# block 1

Fig. 1: block 1, routing congestion
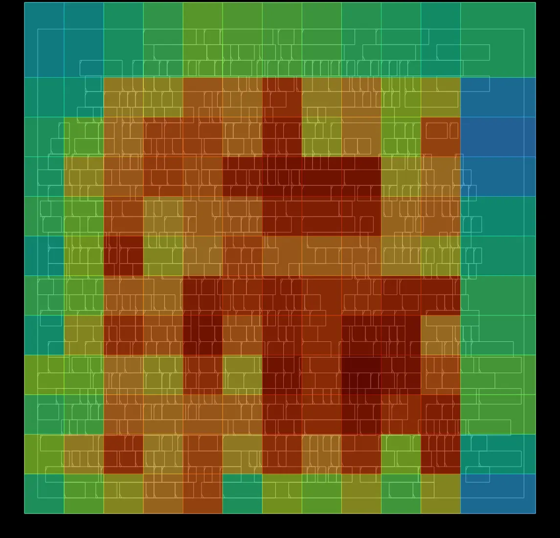

[src/rtl/rs_id_allocator.sv]
// Reservation-station tag allocator: hands out the lowest free tag (1..2**W-1)
// and reclaims tags from the write-back ports. Tag 0 means "no pending producer".
module rs_id_allocator #(
  parameter int unsigned RS_ID_WIDTH = 5,
  parameter int unsigned FREE_PORTS  = 2
) (
  input  logic                                    clk,
  input  logic                                    rst,
  input  logic                                    alloc_valid,
  output logic                                    alloc_ready,
  output logic [RS_ID_WIDTH-1:0]                  alloc_id,
  input  logic [FREE_PORTS-1:0]                   free_valid,
  input  logic [FREE_PORTS-1:0][RS_ID_WIDTH-1:0]  free_id,
  input  logic                                    flush,
  output logic [RS_ID_WIDTH-1:0]                  in_flight,
  output logic                                    double_free_error
);

  localparam int unsigned NUM_IDS = 1 << RS_ID_WIDTH;

  logic [NUM_IDS-1:1]     r_busy;
  logic [RS_ID_WIDTH-1:0] r_in_flight;
  logic                   r_dfe;

  logic [NUM_IDS-1:0]     w_busy_full;
  logic                   w_any_free;
  logic [RS_ID_WIDTH-1:0] w_low_id;
  logic                   w_alloc_fire;
  logic [FREE_PORTS-1:0]  w_dup;
  logic [FREE_PORTS-1:0]  w_legal;
  logic                   w_err;
  logic [RS_ID_WIDTH-1:0] w_free_cnt;
  logic [NUM_IDS-1:1]     w_busy_nxt;
  logic [RS_ID_WIDTH-1:0] w_in_flight_nxt;

  // Tag 0 never exists in the bitmap, so it reads as not busy.
  assign w_busy_full = {r_busy, 1'b0};

  // Lowest-index free tag; scanning downward lets the smallest index win.
  always_comb begin
    w_any_free = 1'b0;
    w_low_id   = '0;
    for (int i = int'(NUM_IDS) - 1; i >= 1; i--) begin
      if (!r_busy[i]) begin
        w_any_free = 1'b1;
        w_low_id   = RS_ID_WIDTH'(i);
      end
    end
  end

  assign alloc_ready  = w_any_free && !flush;
  assign alloc_id     = alloc_ready ? w_low_id : '0;
  assign w_alloc_fire = alloc_valid && alloc_ready;

  // A port repeating a tag already presented on a lower port is a duplicate.
  always_comb begin
    w_dup = '0;
    for (int p = 0; p < int'(FREE_PORTS); p++) begin
      for (int q = 0; q < p; q++) begin
        if (free_valid[q] && (free_id[q] == free_id[p])) begin
          w_dup[p] = 1'b1;
        end
      end
    end
  end

  // Classify each return as legal or illegal; flush discards returns silently.
  always_comb begin
    w_legal    = '0;
    w_err      = 1'b0;
    w_free_cnt = '0;
    for (int p = 0; p < int'(FREE_PORTS); p++) begin
      if (free_valid[p] && (free_id[p] != '0) && !flush) begin
        if (w_busy_full[free_id[p]] && !w_dup[p]) begin
          w_legal[p] = 1'b1;
          w_free_cnt = w_free_cnt + RS_ID_WIDTH'(1);
        end else begin
          w_err = 1'b1;
        end
      end
    end
  end

  // Next bitmap: the allocated tag was free, so it never collides with a legal return.
  always_comb begin
    w_busy_nxt = r_busy;
    for (int k = 1; k < int'(NUM_IDS); k++) begin
      if (w_alloc_fire && (w_low_id == RS_ID_WIDTH'(k))) begin
        w_busy_nxt[k] = 1'b1;
      end
      for (int p = 0; p < int'(FREE_PORTS); p++) begin
        if (w_legal[p] && (free_id[p] == RS_ID_WIDTH'(k))) begin
          w_busy_nxt[k] = 1'b0;
        end
      end
    end
    if (flush) begin
      w_busy_nxt = '0;
    end
  end

  always_comb begin
    w_in_flight_nxt = r_in_flight + RS_ID_WIDTH'(w_alloc_fire) - w_free_cnt;
    if (flush) begin
      w_in_flight_nxt = '0;
    end
  end

  always_ff @(posedge clk or negedge rst) begin
    if (!rst) begin
      r_busy      <= '0;
      r_in_flight <= '0;
      r_dfe       <= 1'b0;
    end else begin
      r_busy      <= w_busy_nxt;
      r_in_flight <= w_in_flight_nxt;
      r_dfe       <= w_err;
    end
  end

  assign in_flight         = r_in_flight;
  assign double_free_error = r_dfe;

endmodule

[config.mk]
export PLATFORM = sky130hd
export DESIGN_NAME = rs_id_allocator
export DESIGN_NICKNAME = d
export VERILOG_FILES = /design/src/rtl/rs_id_allocator.sv
export SDC_FILE = /design/constraint.sdc
export NUM_CORES = 1
export LEC_CHECK = 0
export ABC_AREA = 1
export CAP_MARGIN = 5
export CORE_MARGIN = 2
export CORE_UTILIZATION = 45
export CTS_CLUSTER_SIZE = 24
export DETAILED_ROUTE_END_ITERATION = 6
export HOLD_SLACK_MARGIN = 0.12
export PLACE_DENSITY = 0.78
export SYNTH_ARGS = -nofsm -noshare
export SYNTH_HDL_FRONTEND = slang
export SYNTH_SLANG_ARGS = --single-unit
[constraint.sdc]
create_clock -name clk -period 3.3 [get_ports clk]
set_input_delay 0.99 -clock clk [delete_from_list [all_inputs] [get_ports clk]]
set_output_delay 0.99 -clock clk [all_outputs]
set_load 0.05 [all_outputs]
# block 2

[config.mk]
export PLATFORM = sky130hd
export DESIGN_NAME = sprite_engine
export DESIGN_NICKNAME = d
export VERILOG_FILES = /design/src/rtl/sprite_pkg.sv /design/src/rtl/sprite_engine_unit.sv /design/src/rtl/sprite_engine.sv
export SDC_FILE = /design/constraint.sdc
export NUM_CORES = 1
export LEC_CHECK = 0
export CAP_MARGIN = 20
export CORE_MARGIN = 5
export CORE_UTILIZATION = 40
export CTS_CLUSTER_DIAMETER = 80
export CTS_CLUSTER_SIZE = 16
export DETAILED_ROUTE_END_ITERATION = 8
export PLACE_DENSITY_LB_ADDON = 0.1
export SETUP_SLACK_MARGIN = 0.4
export SLEW_MARGIN = 20
export SYNTH_ARGS = -nofsm -noshare
export SYNTH_HDL_FRONTEND = slang
export SYNTH_SLANG_ARGS = --single-unit
export TNS_END_PERCENT = 100
[constraint.sdc]
create_clock -name CLK_PIXEL -period 4.9 [get_ports CLK_PIXEL]
set_input_delay 0.49 -clock CLK_PIXEL [delete_from_list [all_inputs] [get_ports CLK_PIXEL]]
set_output_delay 0.49 -clock CLK_PIXEL [all_outputs]
set_load 0.05 [all_outputs]
[src/rtl/sprite_pkg.sv]
// -----------------------------------------------------------------------------
// sprite_pkg
//   Shared definitions for the sprite overlay engine: register map offsets
//   within a sprite's 16-byte window, CTRL bit positions, the per-sprite state
//   record and the saturating velocity negate used by the edge bounce.
//   State fields are sized for the largest supported configuration
//   (16-bit coordinates, 8 rows of 8 pixels); narrower builds keep the unused
//   upper bits at zero.
// -----------------------------------------------------------------------------
package sprite_pkg;

  localparam int COORD_W_MAX = 16;
  localparam int ROWS_MAX    = 8;

  // Offsets inside a sprite's window (address bits [3:0]).
  localparam logic [3:0] OFS_XLO  = 4'h0;
  localparam logic [3:0] OFS_XHI  = 4'h1;
  localparam logic [3:0] OFS_YLO  = 4'h2;
  localparam logic [3:0] OFS_YHI  = 4'h3;
  localparam logic [3:0] OFS_DX   = 4'h4;
  localparam logic [3:0] OFS_DY   = 4'h5;
  localparam logic [3:0] OFS_CTRL = 4'h6;
  localparam logic [3:0] OFS_BMP  = 4'h8;

  localparam logic [7:0] ADDR_COLL_CLR = 8'hF0;

  // CTRL register bits.
  localparam int CTRL_EN      = 0;
  localparam int CTRL_FLIP    = 1;
  localparam int CTRL_AUTO    = 2;
  localparam int CTRL_COL_LSB = 3;  // colour {R,G,B} in [5:3]

  typedef struct packed {
    logic [COORD_W_MAX-1:0]       x;
    logic [COORD_W_MAX-1:0]       y;
    logic [7:0]                   dx;
    logic [7:0]                   dy;
    logic [7:0]                   ctrl;
    logic [ROWS_MAX-1:0][7:0]     bitmap;
  } sprite_state_t;

  // Two's-complement negate that maps -128 to +127 instead of back to -128.
  function automatic logic [7:0] neg_sat(input logic [7:0] v);
    return (v == 8'h80) ? 8'h7F : 8'(-v);
  endfunction

endpackage

[src/rtl/sprite_engine_unit.sv]
// -----------------------------------------------------------------------------
// sprite_unit
//   One sprite: its register window on the CPU bus, the once-per-frame motion
//   step with edge bounce, and the combinational hit test for the current
//   pixel.
// Ports:
//   clk, rst_n          pixel clock, async active-low reset
//   i_pixel_x/_y        current pixel coordinate
//   i_frame_start       one-cycle pulse, advances auto-move sprites
//   i_reg_we/addr/data  CPU register write
//   o_opaque            this sprite covers the current pixel with a set bit
//   o_colour            {R,G,B} colour of this sprite
// -----------------------------------------------------------------------------
module sprite_unit
  import sprite_pkg::*;
#(
  parameter int IDX      = 0,
  parameter int SPRITE_W = 8,
  parameter int SPRITE_H = 8,
  parameter int COORD_W  = 11,
  parameter int H_ACTIVE = 800,
  parameter int V_ACTIVE = 600
) (
  input  logic               clk,
  input  logic               rst_n,
  input  logic [COORD_W-1:0] i_pixel_x,
  input  logic [COORD_W-1:0] i_pixel_y,
  input  logic               i_frame_start,
  input  logic               i_reg_we,
  input  logic [7:0]         i_reg_addr,
  input  logic [7:0]         i_reg_data,
  output logic               o_opaque,
  output logic [2:0]         o_colour
);

  localparam int CW1 = COORD_W + 1;
  localparam logic [7:0]             HI_MASK = 8'((1 << (COORD_W - 8)) - 1);
  localparam logic signed [CW1-1:0]  X_MAX   = CW1'(H_ACTIVE - SPRITE_W);
  localparam logic signed [CW1-1:0]  Y_MAX   = CW1'(V_ACTIVE - SPRITE_H);

  sprite_state_t r_state;
  sprite_state_t w_next;

  logic [COORD_W-1:0] w_x;
  logic [COORD_W-1:0] w_y;
  assign w_x = r_state.x[COORD_W-1:0];
  assign w_y = r_state.y[COORD_W-1:0];

  // ---------------------------------------------------------------- write decode
  logic       w_sel;
  logic [3:0] w_ofs;
  logic       w_bmp_hit;
  assign w_ofs     = i_reg_addr[3:0];
  assign w_sel     = i_reg_we && (i_reg_addr[7:4] == 4'(IDX));
  // Bitmap rows sit at offsets 8..15; only the first SPRITE_H are mapped.
  assign w_bmp_hit = w_ofs[3] && (int'(w_ofs[2:0]) < SPRITE_H);

  // ---------------------------------------------------------------- motion
  // Signed at COORD_W+1 bits so a step past zero shows up as negative.
  logic signed [CW1-1:0] w_nx;
  logic signed [CW1-1:0] w_ny;
  assign w_nx = $signed({1'b0, w_x}) + CW1'($signed(r_state.dx));
  assign w_ny = $signed({1'b0, w_y}) + CW1'($signed(r_state.dy));

  always_comb begin
    // NOTE: every field starts from its held value, so no branch below can
    // leave w_next unassigned and infer a latch.
    w_next = r_state;

    if (i_frame_start && r_state.ctrl[CTRL_EN] && r_state.ctrl[CTRL_AUTO]) begin
      if (w_nx[CW1-1]) begin
        w_next.x  = '0;
        w_next.dx = neg_sat(r_state.dx);
      end else if (w_nx > X_MAX) begin
        w_next.x  = COORD_W_MAX'(X_MAX);
        w_next.dx = neg_sat(r_state.dx);
      end else begin
        w_next.x  = COORD_W_MAX'(w_nx[COORD_W-1:0]);
      end

      if (w_ny[CW1-1]) begin
        w_next.y  = '0;
        w_next.dy = neg_sat(r_state.dy);
      end else if (w_ny > Y_MAX) begin
        w_next.y  = COORD_W_MAX'(Y_MAX);
        w_next.dy = neg_sat(r_state.dy);
      end else begin
        w_next.y  = COORD_W_MAX'(w_ny[COORD_W-1:0]);
      end
    end

    // Applied after motion so a CPU write to a field beats the frame step,
    // while untouched fields keep their stepped value.
    if (w_sel) begin
      case (w_ofs)
        OFS_XLO:  w_next.x[7:0]             = i_reg_data;
        OFS_XHI:  w_next.x[COORD_W_MAX-1:8] = i_reg_data & HI_MASK;
        OFS_YLO:  w_next.y[7:0]             = i_reg_data;
        OFS_YHI:  w_next.y[COORD_W_MAX-1:8] = i_reg_data & HI_MASK;
        OFS_DX:   w_next.dx                 = i_reg_data;
        OFS_DY:   w_next.dy                 = i_reg_data;
        OFS_CTRL: w_next.ctrl               = i_reg_data;
        default: begin
          if (w_bmp_hit) w_next.bitmap[w_ofs[2:0]] = i_reg_data;
        end
      endcase
    end
  end

  // NOTE: the bitmap is held in flops rather than a RAM so that reset clears
  // it together with the position and control registers.
  always_ff @(posedge clk or negedge rst_n) begin
    if (!rst_n) r_state <= '0;
    // NOTE: non-blocking so every flop samples pre-edge values.
    else        r_state <= w_next;
  end

  // ---------------------------------------------------------------- hit test
  // One extra bit on both sides so X+SPRITE_W near the top of the range
  // cannot wrap back into the visible area.
  logic [CW1-1:0] w_px;
  logic [CW1-1:0] w_py;
  logic [CW1-1:0] w_x_ext;
  logic [CW1-1:0] w_y_ext;
  logic           w_in_box;
  logic [2:0]     w_col;
  logic [2:0]     w_row;
  logic [2:0]     w_bit;

  assign w_px    = {1'b0, i_pixel_x};
  assign w_py    = {1'b0, i_pixel_y};
  assign w_x_ext = {1'b0, w_x};
  assign w_y_ext = {1'b0, w_y};

  assign w_in_box = (w_px >= w_x_ext) && (w_px < w_x_ext + CW1'(SPRITE_W)) &&
                    (w_py >= w_y_ext) && (w_py < w_y_ext + CW1'(SPRITE_H));

  assign w_col = 3'(i_pixel_x - w_x);
  assign w_row = 3'(i_pixel_y - w_y);
  // Bit 7 is the leftmost pixel; flipping maps column c to 7-(SPRITE_W-1-c).
  assign w_bit = r_state.ctrl[CTRL_FLIP] ? (w_col + 3'(8 - SPRITE_W))
                                         : (3'd7 - w_col);

  assign o_opaque = r_state.ctrl[CTRL_EN] && w_in_box && r_state.bitmap[w_row][w_bit];
  assign o_colour = r_state.ctrl[CTRL_COL_LSB +: 3];

  // Upper coordinate bits and CTRL[7:6] are stored but never used.
  logic w_unused;
  assign w_unused = ^{r_state.x, r_state.y, r_state.ctrl};

endmodule

[src/rtl/sprite_engine.sv]
// -----------------------------------------------------------------------------
// sprite_engine
//   Overlays NUM_SPRITES monochrome bitmap sprites on the VGA pixel stream.
//   The lowest-index opaque sprite supplies the colour; two or more opaque
//   sprites on a visible pixel latch the sticky COLLISION flag, which any
//   write to ADDR_COLL_CLR clears. RGB and COLLISION are registered, one
//   cycle behind PIXEL_X/PIXEL_Y/ON_SCREEN.
// Ports:
//   CLK_PIXEL, RESET_N            pixel clock, async active-low reset
//   PIXEL_X, PIXEL_Y, ON_SCREEN   current pixel from the timing generator
//   FRAME_START                   one-cycle pulse, steps auto-move sprites
//   REG_WE, REG_ADDR, REG_DATA    CPU register write port
//   VGA_RED/GREEN/BLUE            registered colour outputs
//   COLLISION                     sticky sprite-sprite overlap flag
// -----------------------------------------------------------------------------
module sprite_engine
  import sprite_pkg::*;
#(
  parameter int NUM_SPRITES = 4,
  parameter int SPRITE_W    = 8,
  parameter int SPRITE_H    = 8,
  parameter int COORD_W     = 11,
  parameter int H_ACTIVE    = 800,
  parameter int V_ACTIVE    = 600
) (
  input  logic               CLK_PIXEL,
  input  logic               RESET_N,
  input  logic [COORD_W-1:0] PIXEL_X,
  input  logic [COORD_W-1:0] PIXEL_Y,
  input  logic               ON_SCREEN,
  input  logic               FRAME_START,
  input  logic               REG_WE,
  input  logic [7:0]         REG_ADDR,
  input  logic [7:0]         REG_DATA,
  output logic               VGA_RED,
  output logic               VGA_GREEN,
  output logic               VGA_BLUE,
  output logic               COLLISION
);

  logic [NUM_SPRITES-1:0] w_opaque;
  logic [2:0]             w_colour [NUM_SPRITES];

  for (genvar s = 0; s < NUM_SPRITES; s++) begin : g_spr
    sprite_unit #(
      .IDX      (s),
      .SPRITE_W (SPRITE_W),
      .SPRITE_H (SPRITE_H),
      .COORD_W  (COORD_W),
      .H_ACTIVE (H_ACTIVE),
      .V_ACTIVE (V_ACTIVE)
    ) u_unit (
      .clk           (CLK_PIXEL),
      .rst_n         (RESET_N),
      .i_pixel_x     (PIXEL_X),
      .i_pixel_y     (PIXEL_Y),
      .i_frame_start (FRAME_START),
      .i_reg_we      (REG_WE),
      .i_reg_addr    (REG_ADDR),
      .i_reg_data    (REG_DATA),
      .o_opaque      (w_opaque[s]),
      .o_colour      (w_colour[s])
    );
  end

  // ---------------------------------------------------------------- priority
  logic [2:0] w_win_colour;
  logic       w_any;
  logic       w_multi;
  logic       w_coll_clr;

  always_comb begin
    logic seen;
    w_win_colour = 3'b000;
    w_multi      = 1'b0;
    seen         = 1'b0;
    // Walk from the top down so the lowest index is the last, winning write.
    for (int s = NUM_SPRITES - 1; s >= 0; s--) begin
      if (w_opaque[s]) w_win_colour = w_colour[s];
    end
    for (int s = 0; s < NUM_SPRITES; s++) begin
      if (w_opaque[s] && seen) w_multi = 1'b1;
      if (w_opaque[s])         seen    = 1'b1;
    end
  end

  assign w_any      = |w_opaque;
  assign w_coll_clr = REG_WE && (REG_ADDR == ADDR_COLL_CLR);

  // ---------------------------------------------------------------- outputs
  logic [2:0] r_rgb;
  logic       r_collision;

  always_ff @(posedge CLK_PIXEL or negedge RESET_N) begin
    if (!RESET_N) begin
      r_rgb       <= 3'b000;
      r_collision <= 1'b0;
    end else begin
      r_rgb <= (ON_SCREEN && w_any) ? w_win_colour : 3'b000;
      // A new overlap outranks a clear arriving in the same cycle.
      if (ON_SCREEN && w_multi) r_collision <= 1'b1;
      else if (w_coll_clr)      r_collision <= 1'b0;
    end
  end

  assign VGA_RED   = r_rgb[2];
  assign VGA_GREEN = r_rgb[1];
  assign VGA_BLUE  = r_rgb[0];
  assign COLLISION = r_collision;

endmodule

Fig. 2: block 1, M2 wires
(6 px per µm)
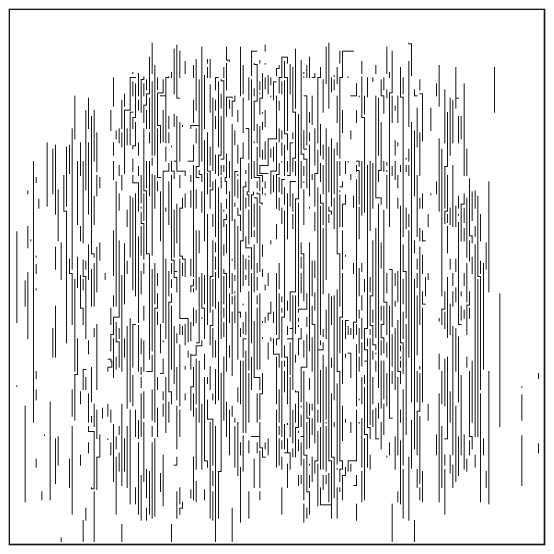
longest straight run: 46.6 µm
nets with wire on the layer: 544
share of all routed wire: 47%
main direction: vertical

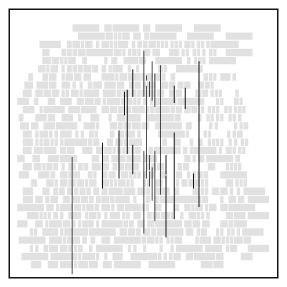
Fig. 3. Signal wires on met4 (block 1).
(3 px per µm) Cells faint in the background.
longest straight run: 48.3 µm
share of all routed wire: 3.4%
main direction: vertical
total number of vias: 4259
Total Routed Length: 12660 µm

## Picture notes: Fig. 1
global routing met1 resource utilization: 46.33%
Post-Route Utilization: 69.29%
met3 Usage GRT: 6.741%
All-Layer GR Usage: 34.67%
met2 Use GR: 55.36%

==> qor.rpt, block 1 <==
================================================================================
Y dimension of the die ............................................     88.96 µm
Mean post-synth cell area .........................................    6.381 µm²
Violated checks ................................................... negative setup slack
Count of cell types in the netlist ................................           35
Status ............................................................ finished with violations
Count of antenna diodes in the layout .............................            0
Clock group power .................................................     0.372 mW
Cell count in the Yosys report ....................................          509
Reg area ..........................................................    927.1 µm²
Net count reported at finish ......................................          644
Power of the combinational group ..................................     0.524 mW
Clk_skew ..........................................................  0.008175 ns
Cell Int Power ....................................................    0.8758 mW
Setup violators final .............................................            5
Number of well taps ...............................................           96
Number of antenna violations at the first check in global routing .            0
Cell area after technology mapping ................................     3248 µm²
Signal buffers share of area ......................................       22.46%
Setup repair after global routing missed its margin ...............          yes
Type of the worst setup path ...................................... flip-flop to output pin
Chip Footprint ....................................................     7914 µm²
Setup slack of the critical path after layout .....................   -0.3623 ns
Summed standard-cell area reported by yosys .......................     3248 µm²
================================================================================
## block 1: cells by family (layout without fill, tap and decap cells)
| family | count (synthesis) | count (layout) | synth area share [%] |
|---|---|---|---|
| simple gates | 263 | 264 | 35.25 |
| fa+ha+maj | 8 | 8 | 3.313 |
| buf+inv | 87 | 198 | 10.52 |
| compound gates | 110 | 110 | 21.34 |
| xor+xnor | 4 | 4 | 1.079 |
| flops | 37 | 37 | 28.51 |
## block 1: registers in the layout (all words and copies together) (netlist names)
register,flops
double_free_error,1
in_flight,5
r_busy,31
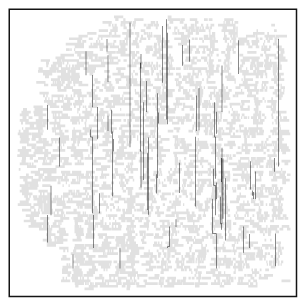
Fig. 4. Signal wires on met4 (block 2).
(1 px per µm) Cells faint in the background.
wire length on this layer: 2490 µm
main direction: vertical
nets with wire on the layer: 37
share of all routed wire: 2.5%
Total Routed Length: 97960 µm
total number of vias: 25253

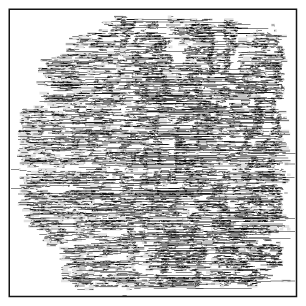
Fig. 5. M1 wires (block 2).
(1 px per µm) Cells faint in the background.
nets with wire on the layer: 3405
wire length on this layer: 46.7 mm
main direction: horizontal
longest straight run: 106 µm
share of all routed wire: 48%
global routing met1 resource utilization: 33.73%

==> qor.rpt, block 2 <==
============================================================================
Sequential cell count of the final layout .....................          436
Sw power ......................................................     3.363 mW
Warning count from the yosys run ..............................            0
Levels on crit path ...........................................           16
Share of flip-flops with an asynchronous set or reset .........       100.0%
Post-DR wirelength/cell .......................................     23.04 µm
Clock-pin transition on the worst setup and hold timing paths .      0.07 ns
Most frequently placed logic cell in the final layout ......... sky130_fd_sc_hd__dfrtp_1
Via/cell ratio ................................................        5.939
Number of placed cells counting well taps .....................         4187
Most frequently placed logic cells in the final layout ........ sky130_fd_sc_hd__dfrtp_1, sky130_fd_sc_hd__nand2_1, sky130_fd_sc_hd__o21ai_0
Final instance area ...........................................    33200 µm²
Cell group occupying the most layout area .....................  logic gates
Clock Sink Count ..............................................          436
Prevailing logic family in the synthesized netlist ............ AND-OR/OR-AND gates
Total area of multi-input combinational cells .................    18250 µm²
Status ........................................................ finished clean
Pre-Repair DR Iteration Count .................................            6
Synthesis-stage register bit count ............................          436
Total sequential power ........................................      4.09 mW
Leakage component of the power ................................     14.76 nW
Setup slack of the critical path after layout .................    0.6623 ns
Start point of the critical path ..............................   PIXEL_Y[0]
Crit end category .............................................    flip-flop
Number of placement rows ......................................          101
Final global-route overflow total .............................            0
Initial core utilization ......................................       40.19%
Number of well taps ...........................................          978
============================================================================
[block 2: metal layers]
| layer | up-vias | GRT usage, % | wire length, µm |
|---|---|---|---|
| li1 | 11987 | - | - |
| met3 | 138 | 2.677 | 3864 |
| met2 | 560 | 38.31 | 44920 |
| met4 | 0 | 5.967 | 2490 |
| met5 | - | 0 | 0 |
| met1 | 12568 | 33.73 | 46680 |

==> gallery <==
The metal 3 layer.
(a)
(1 px per µm) Cells faint in the background.
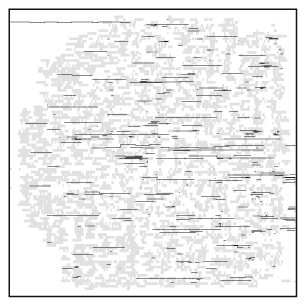
(b)
(3 px per µm) Cells faint in the background.
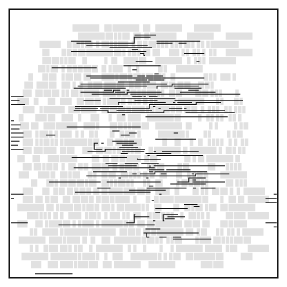
The one with the largest die is (a).
block 1 -> (b)
block 2 -> (a)


# block 3

Fig. 6: block 3, M1 wires
(1.5 px per µm) Cells faint in the background.
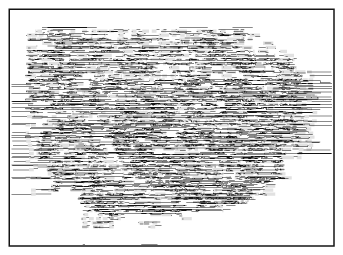
Fig. 7: block 3, M2 wires
(2 px per µm)
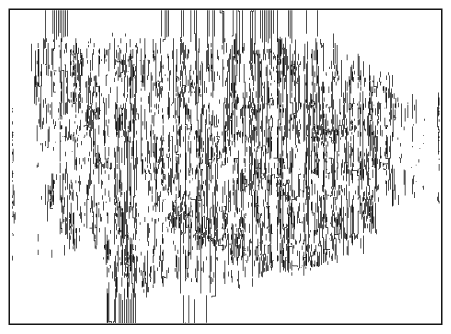
===== config.mk =====
export PLATFORM = sky130hd
export DESIGN_NAME = div_iter_unit
export DESIGN_NICKNAME = d
export VERILOG_FILES = /design/src/rtl/div_pkg.sv /design/src/rtl/div_iter_unit_adder.sv /design/src/rtl/div_iter_unit.sv
export SDC_FILE = /design/constraint.sdc
export NUM_CORES = 1
export LEC_CHECK = 0
export CORE_ASPECT_RATIO = 0.7
export CORE_MARGIN = 10
export CORE_UTILIZATION = 45
export DETAILED_ROUTE_END_ITERATION = 12
export MAX_ROUTING_LAYER = met4
export PLACE_DENSITY = 0.69
export SLEW_MARGIN = 30
export SYNTH_ARGS = -nofsm -noshare
export SYNTH_HDL_FRONTEND = slang
export SYNTH_SLANG_ARGS = --single-unit

===== constraint.sdc =====
create_clock -name clk -period 4.19 [get_ports clk]
set_clock_uncertainty 0.05 [all_clocks]
set_input_delay 0.6285 -clock clk [delete_from_list [all_inputs] [get_ports clk]]
set_output_delay 0.6285 -clock clk [all_outputs]
set_load 0.03 [all_outputs]

===== src/rtl/div_pkg.sv =====
// Shared definitions for the iterative divider: FSM encoding, latency and
// divide-by-zero quotient.
package div_pkg;

  localparam int unsigned DIV_LAT = 34;
  localparam logic [31:0] DZ_QUOT = 32'hFFFF_FFFF;

  typedef enum logic [1:0] {
    S_IDLE = 2'd0,
    S_CALC = 2'd1,
    S_SIGN = 2'd2,
    S_DONE = 2'd3
  } div_state_e;

  function automatic logic [31:0] neg32(input logic [31:0] x);
    return ~x + 32'd1;
  endfunction

endpackage


===== src/rtl/div_iter_unit_adder.sv =====
// 32-bit adder with carry in/out, shared with the EX-stage ALU datapath.
module div_iter_unit_adder (
  input  logic [31:0] a,
  input  logic [31:0] b,
  input  logic        ci,
  output logic [31:0] s,
  output logic        co
);

  assign {co, s} = {1'b0, a} + {1'b0, b} + {32'd0, ci};

endmodule


===== src/rtl/div_iter_unit.sv =====
// Restoring radix-2 divider for div.w/mod.w/div.wu/mod.wu: one quotient bit
// per cycle, trial subtraction on the shared adder, sign fix-up at the end.
module div_iter_unit #(
  parameter int unsigned       WIDTH   = 32,
  parameter logic [WIDTH-1:0]  DZ_QUOT = div_pkg::DZ_QUOT
) (
  input  logic             clk,
  input  logic             rst,
  input  logic             start,
  input  logic             is_signed,
  input  logic [WIDTH-1:0] dividend,
  input  logic [WIDTH-1:0] divisor,
  input  logic             cancel,
  output logic             busy,
  output logic             done,
  output logic [WIDTH-1:0] quotient,
  output logic [WIDTH-1:0] remainder,
  output logic             div_zero
);

  import div_pkg::*;

  div_state_e       state, state_nx;
  logic [WIDTH-1:0] dvd, dvs, quot, rem;
  logic [4:0]       count;
  logic             q_neg, r_neg;
  logic [WIDTH:0]   rs;
  logic [WIDTH-1:0] diff;
  logic             co, ge, accept, dz;

  assign accept = (state == S_IDLE) && start && !cancel;
  assign dz     = (divisor == '0);

  // rem stays below the divisor, so 32 bits suffice; rs carries the 33rd bit.
  assign rs = {rem, dvd[WIDTH-1]};
  assign ge = rs[WIDTH] | co;

  div_iter_unit_adder u_add (
    .a  (rs[WIDTH-1:0]),
    .b  (~dvs),
    .ci (1'b1),
    .s  (diff),
    .co (co)
  );

  always_comb begin
    state_nx = state;
    case (state)
      S_IDLE: if (accept) state_nx = dz ? S_DONE : S_CALC;
      S_CALC: begin
        if (cancel)                              state_nx = S_IDLE;
        else if (count == 5'(DIV_LAT - 3))       state_nx = S_SIGN;
      end
      S_SIGN: state_nx = cancel ? S_IDLE : S_DONE;
      S_DONE: state_nx = S_IDLE;
      default: state_nx = S_IDLE;
    endcase
  end

  always_ff @(posedge clk) begin
    if (rst) begin
      state     <= S_IDLE;
      quotient  <= '0;
      remainder <= '0;
      div_zero  <= 1'b0;
      dvd       <= '0;
      dvs       <= '0;
      quot      <= '0;
      rem       <= '0;
      count     <= '0;
      q_neg     <= 1'b0;
      r_neg     <= 1'b0;
    end else begin
      state <= state_nx;
      case (state)
        S_IDLE: if (accept) begin
          div_zero <= dz;
          q_neg    <= is_signed & (dividend[WIDTH-1] ^ divisor[WIDTH-1]);
          r_neg    <= is_signed & dividend[WIDTH-1];
          dvd      <= (is_signed && dividend[WIDTH-1]) ? neg32(dividend) : dividend;
          dvs      <= (is_signed && divisor[WIDTH-1])  ? neg32(divisor)  : divisor;
          rem      <= '0;
          quot     <= '0;
          count    <= '0;
          if (dz) begin
            quotient  <= DZ_QUOT;
            remainder <= dividend;
          end
        end
        S_CALC: begin
          rem   <= ge ? diff : rs[WIDTH-1:0];
          quot  <= {quot[WIDTH-2:0], ge};
          dvd   <= {dvd[WIDTH-2:0], 1'b0};
          count <= count + 5'd1;
        end
        S_SIGN: if (!cancel) begin
          quotient  <= q_neg ? neg32(quot) : quot;
          remainder <= r_neg ? neg32(rem)  : rem;
        end
        default: ;
      endcase
    end
  end

  assign busy = (state == S_CALC) || (state == S_SIGN);
  assign done = (state == S_DONE);

endmodule

==> qor.rpt <==
==================================================================================
Status .............................................................. finished clean
Maxcap violations ...................................................            0
Post-Route Utilization ..............................................       55.57%
Synth area leader ................................................... sky130_fd_sc_hd__dfxtp_1
Post-CTS Hold Buffers ...............................................            0
Maximum ir drop on the vdd rail .....................................  0.0002931 V
All-Layer GR Usage ..................................................       20.70%
DRC viols ...........................................................            0
Compound-cell area share of the yosys netlist .......................       24.90%
Core area ...........................................................    25990 µm²
R2r endpoint ........................................................ rem[1]$_SDFFE_PP0P_
Violation count after the first detailed-route iteration ............         1020
Transition time at the pin with the least slew margin ...............    0.8792 ns
Shortest period the worst path allows ...............................     3.614 ns
Met3 Usage GRT ......................................................       3.313%
Start point of the worst min-delay path ............................. dvd[10]$_SDFFE_PP0P_
Cell area after technology mapping ..................................    12030 µm²
Post-DR wirelength/cell .............................................     18.05 µm
Final HPWL DP .......................................................     26460 µm
Initial core utilization ............................................       46.29%
Final worst path period share .......................................       86.24%
Group drawing the most power ........................................    registers
Grt peak-use layer ..................................................         met1
Global-route wire length before repair ..............................     56930 µm
Family of cells with the greatest summed delay on the critical path . AND-OR/OR-AND gates
Maximum number of buffers from clock root to sink ...................            3
Largest net degree at the start of global routing ...................           93
Setup violators final ...............................................            0
Area added between synthesis and finish .............................       20.06%
Most frequently placed logic cell in the final layout ............... sky130_fd_sc_hd__dfxtp_1
Number of global-route vias before repair ...........................        10297
Chip Footprint ......................................................    33780 µm²
Register share of total power .......................................        36.6%
Count of cell types in the netlist ..................................           63
Total number of warnings across the stage logs ......................           29
Leakage component of the power ......................................     5.427 nW
Worst Hold Path EP .................................................. dvd[10]$_SDFFE_PP0P_
Cell count in the Yosys report ......................................         1529
Number of placement rows ............................................           49
Met1 Wirelength .....................................................     18360 µm
Maximum fanout along the worst path .................................           34
Metal2 WL ...........................................................     15030 µm
CTS tree ............................................................         done
==================================================================================
## Picture notes: Fig. 6
wire length on this layer: 18400 µm
longest straight run: 65.8 µm
main direction: horizontal
share of all routed wire: 51%
nets with wire on the layer: 1642
Total Routed Length: 35930 µm
total number of vias: 11367
global routing met1 resource utilization: 30.65%

## Picture notes: Fig. 7
wire length on this layer: 15000 µm
longest straight run: 54.4 µm
main direction: vertical
met2 Use GR: 29.35%

area by class of cell:
class | count | area (µm²)
antenna | 2 | 5.005
clock buffer | 30 | 631.9
clock inverter | 6 | 61.31
fill | 2476 | 11550
inverter | 53 | 198.9
multi-input combinational | 1178 | 7432
sequential | 202 | 4046
tap | 357 | 446.7
timing repair buffer | 163 | 1624
stage by stage:
stage	instances	hold WS, ns	total power [mW]
6_report	1991	0.4015	5.934
2_1_floorplan	1529	0.3813	3.471
4_1_cts	1988	0.4026	5.939
3_5_place_dp	1952	0.3932	4.034
3_3_place_gp	1951	0.3892	4.007
5_1_grt	1991	0.4142	6.241

No activity file was given, so power comes from the tool's default toggle rates.
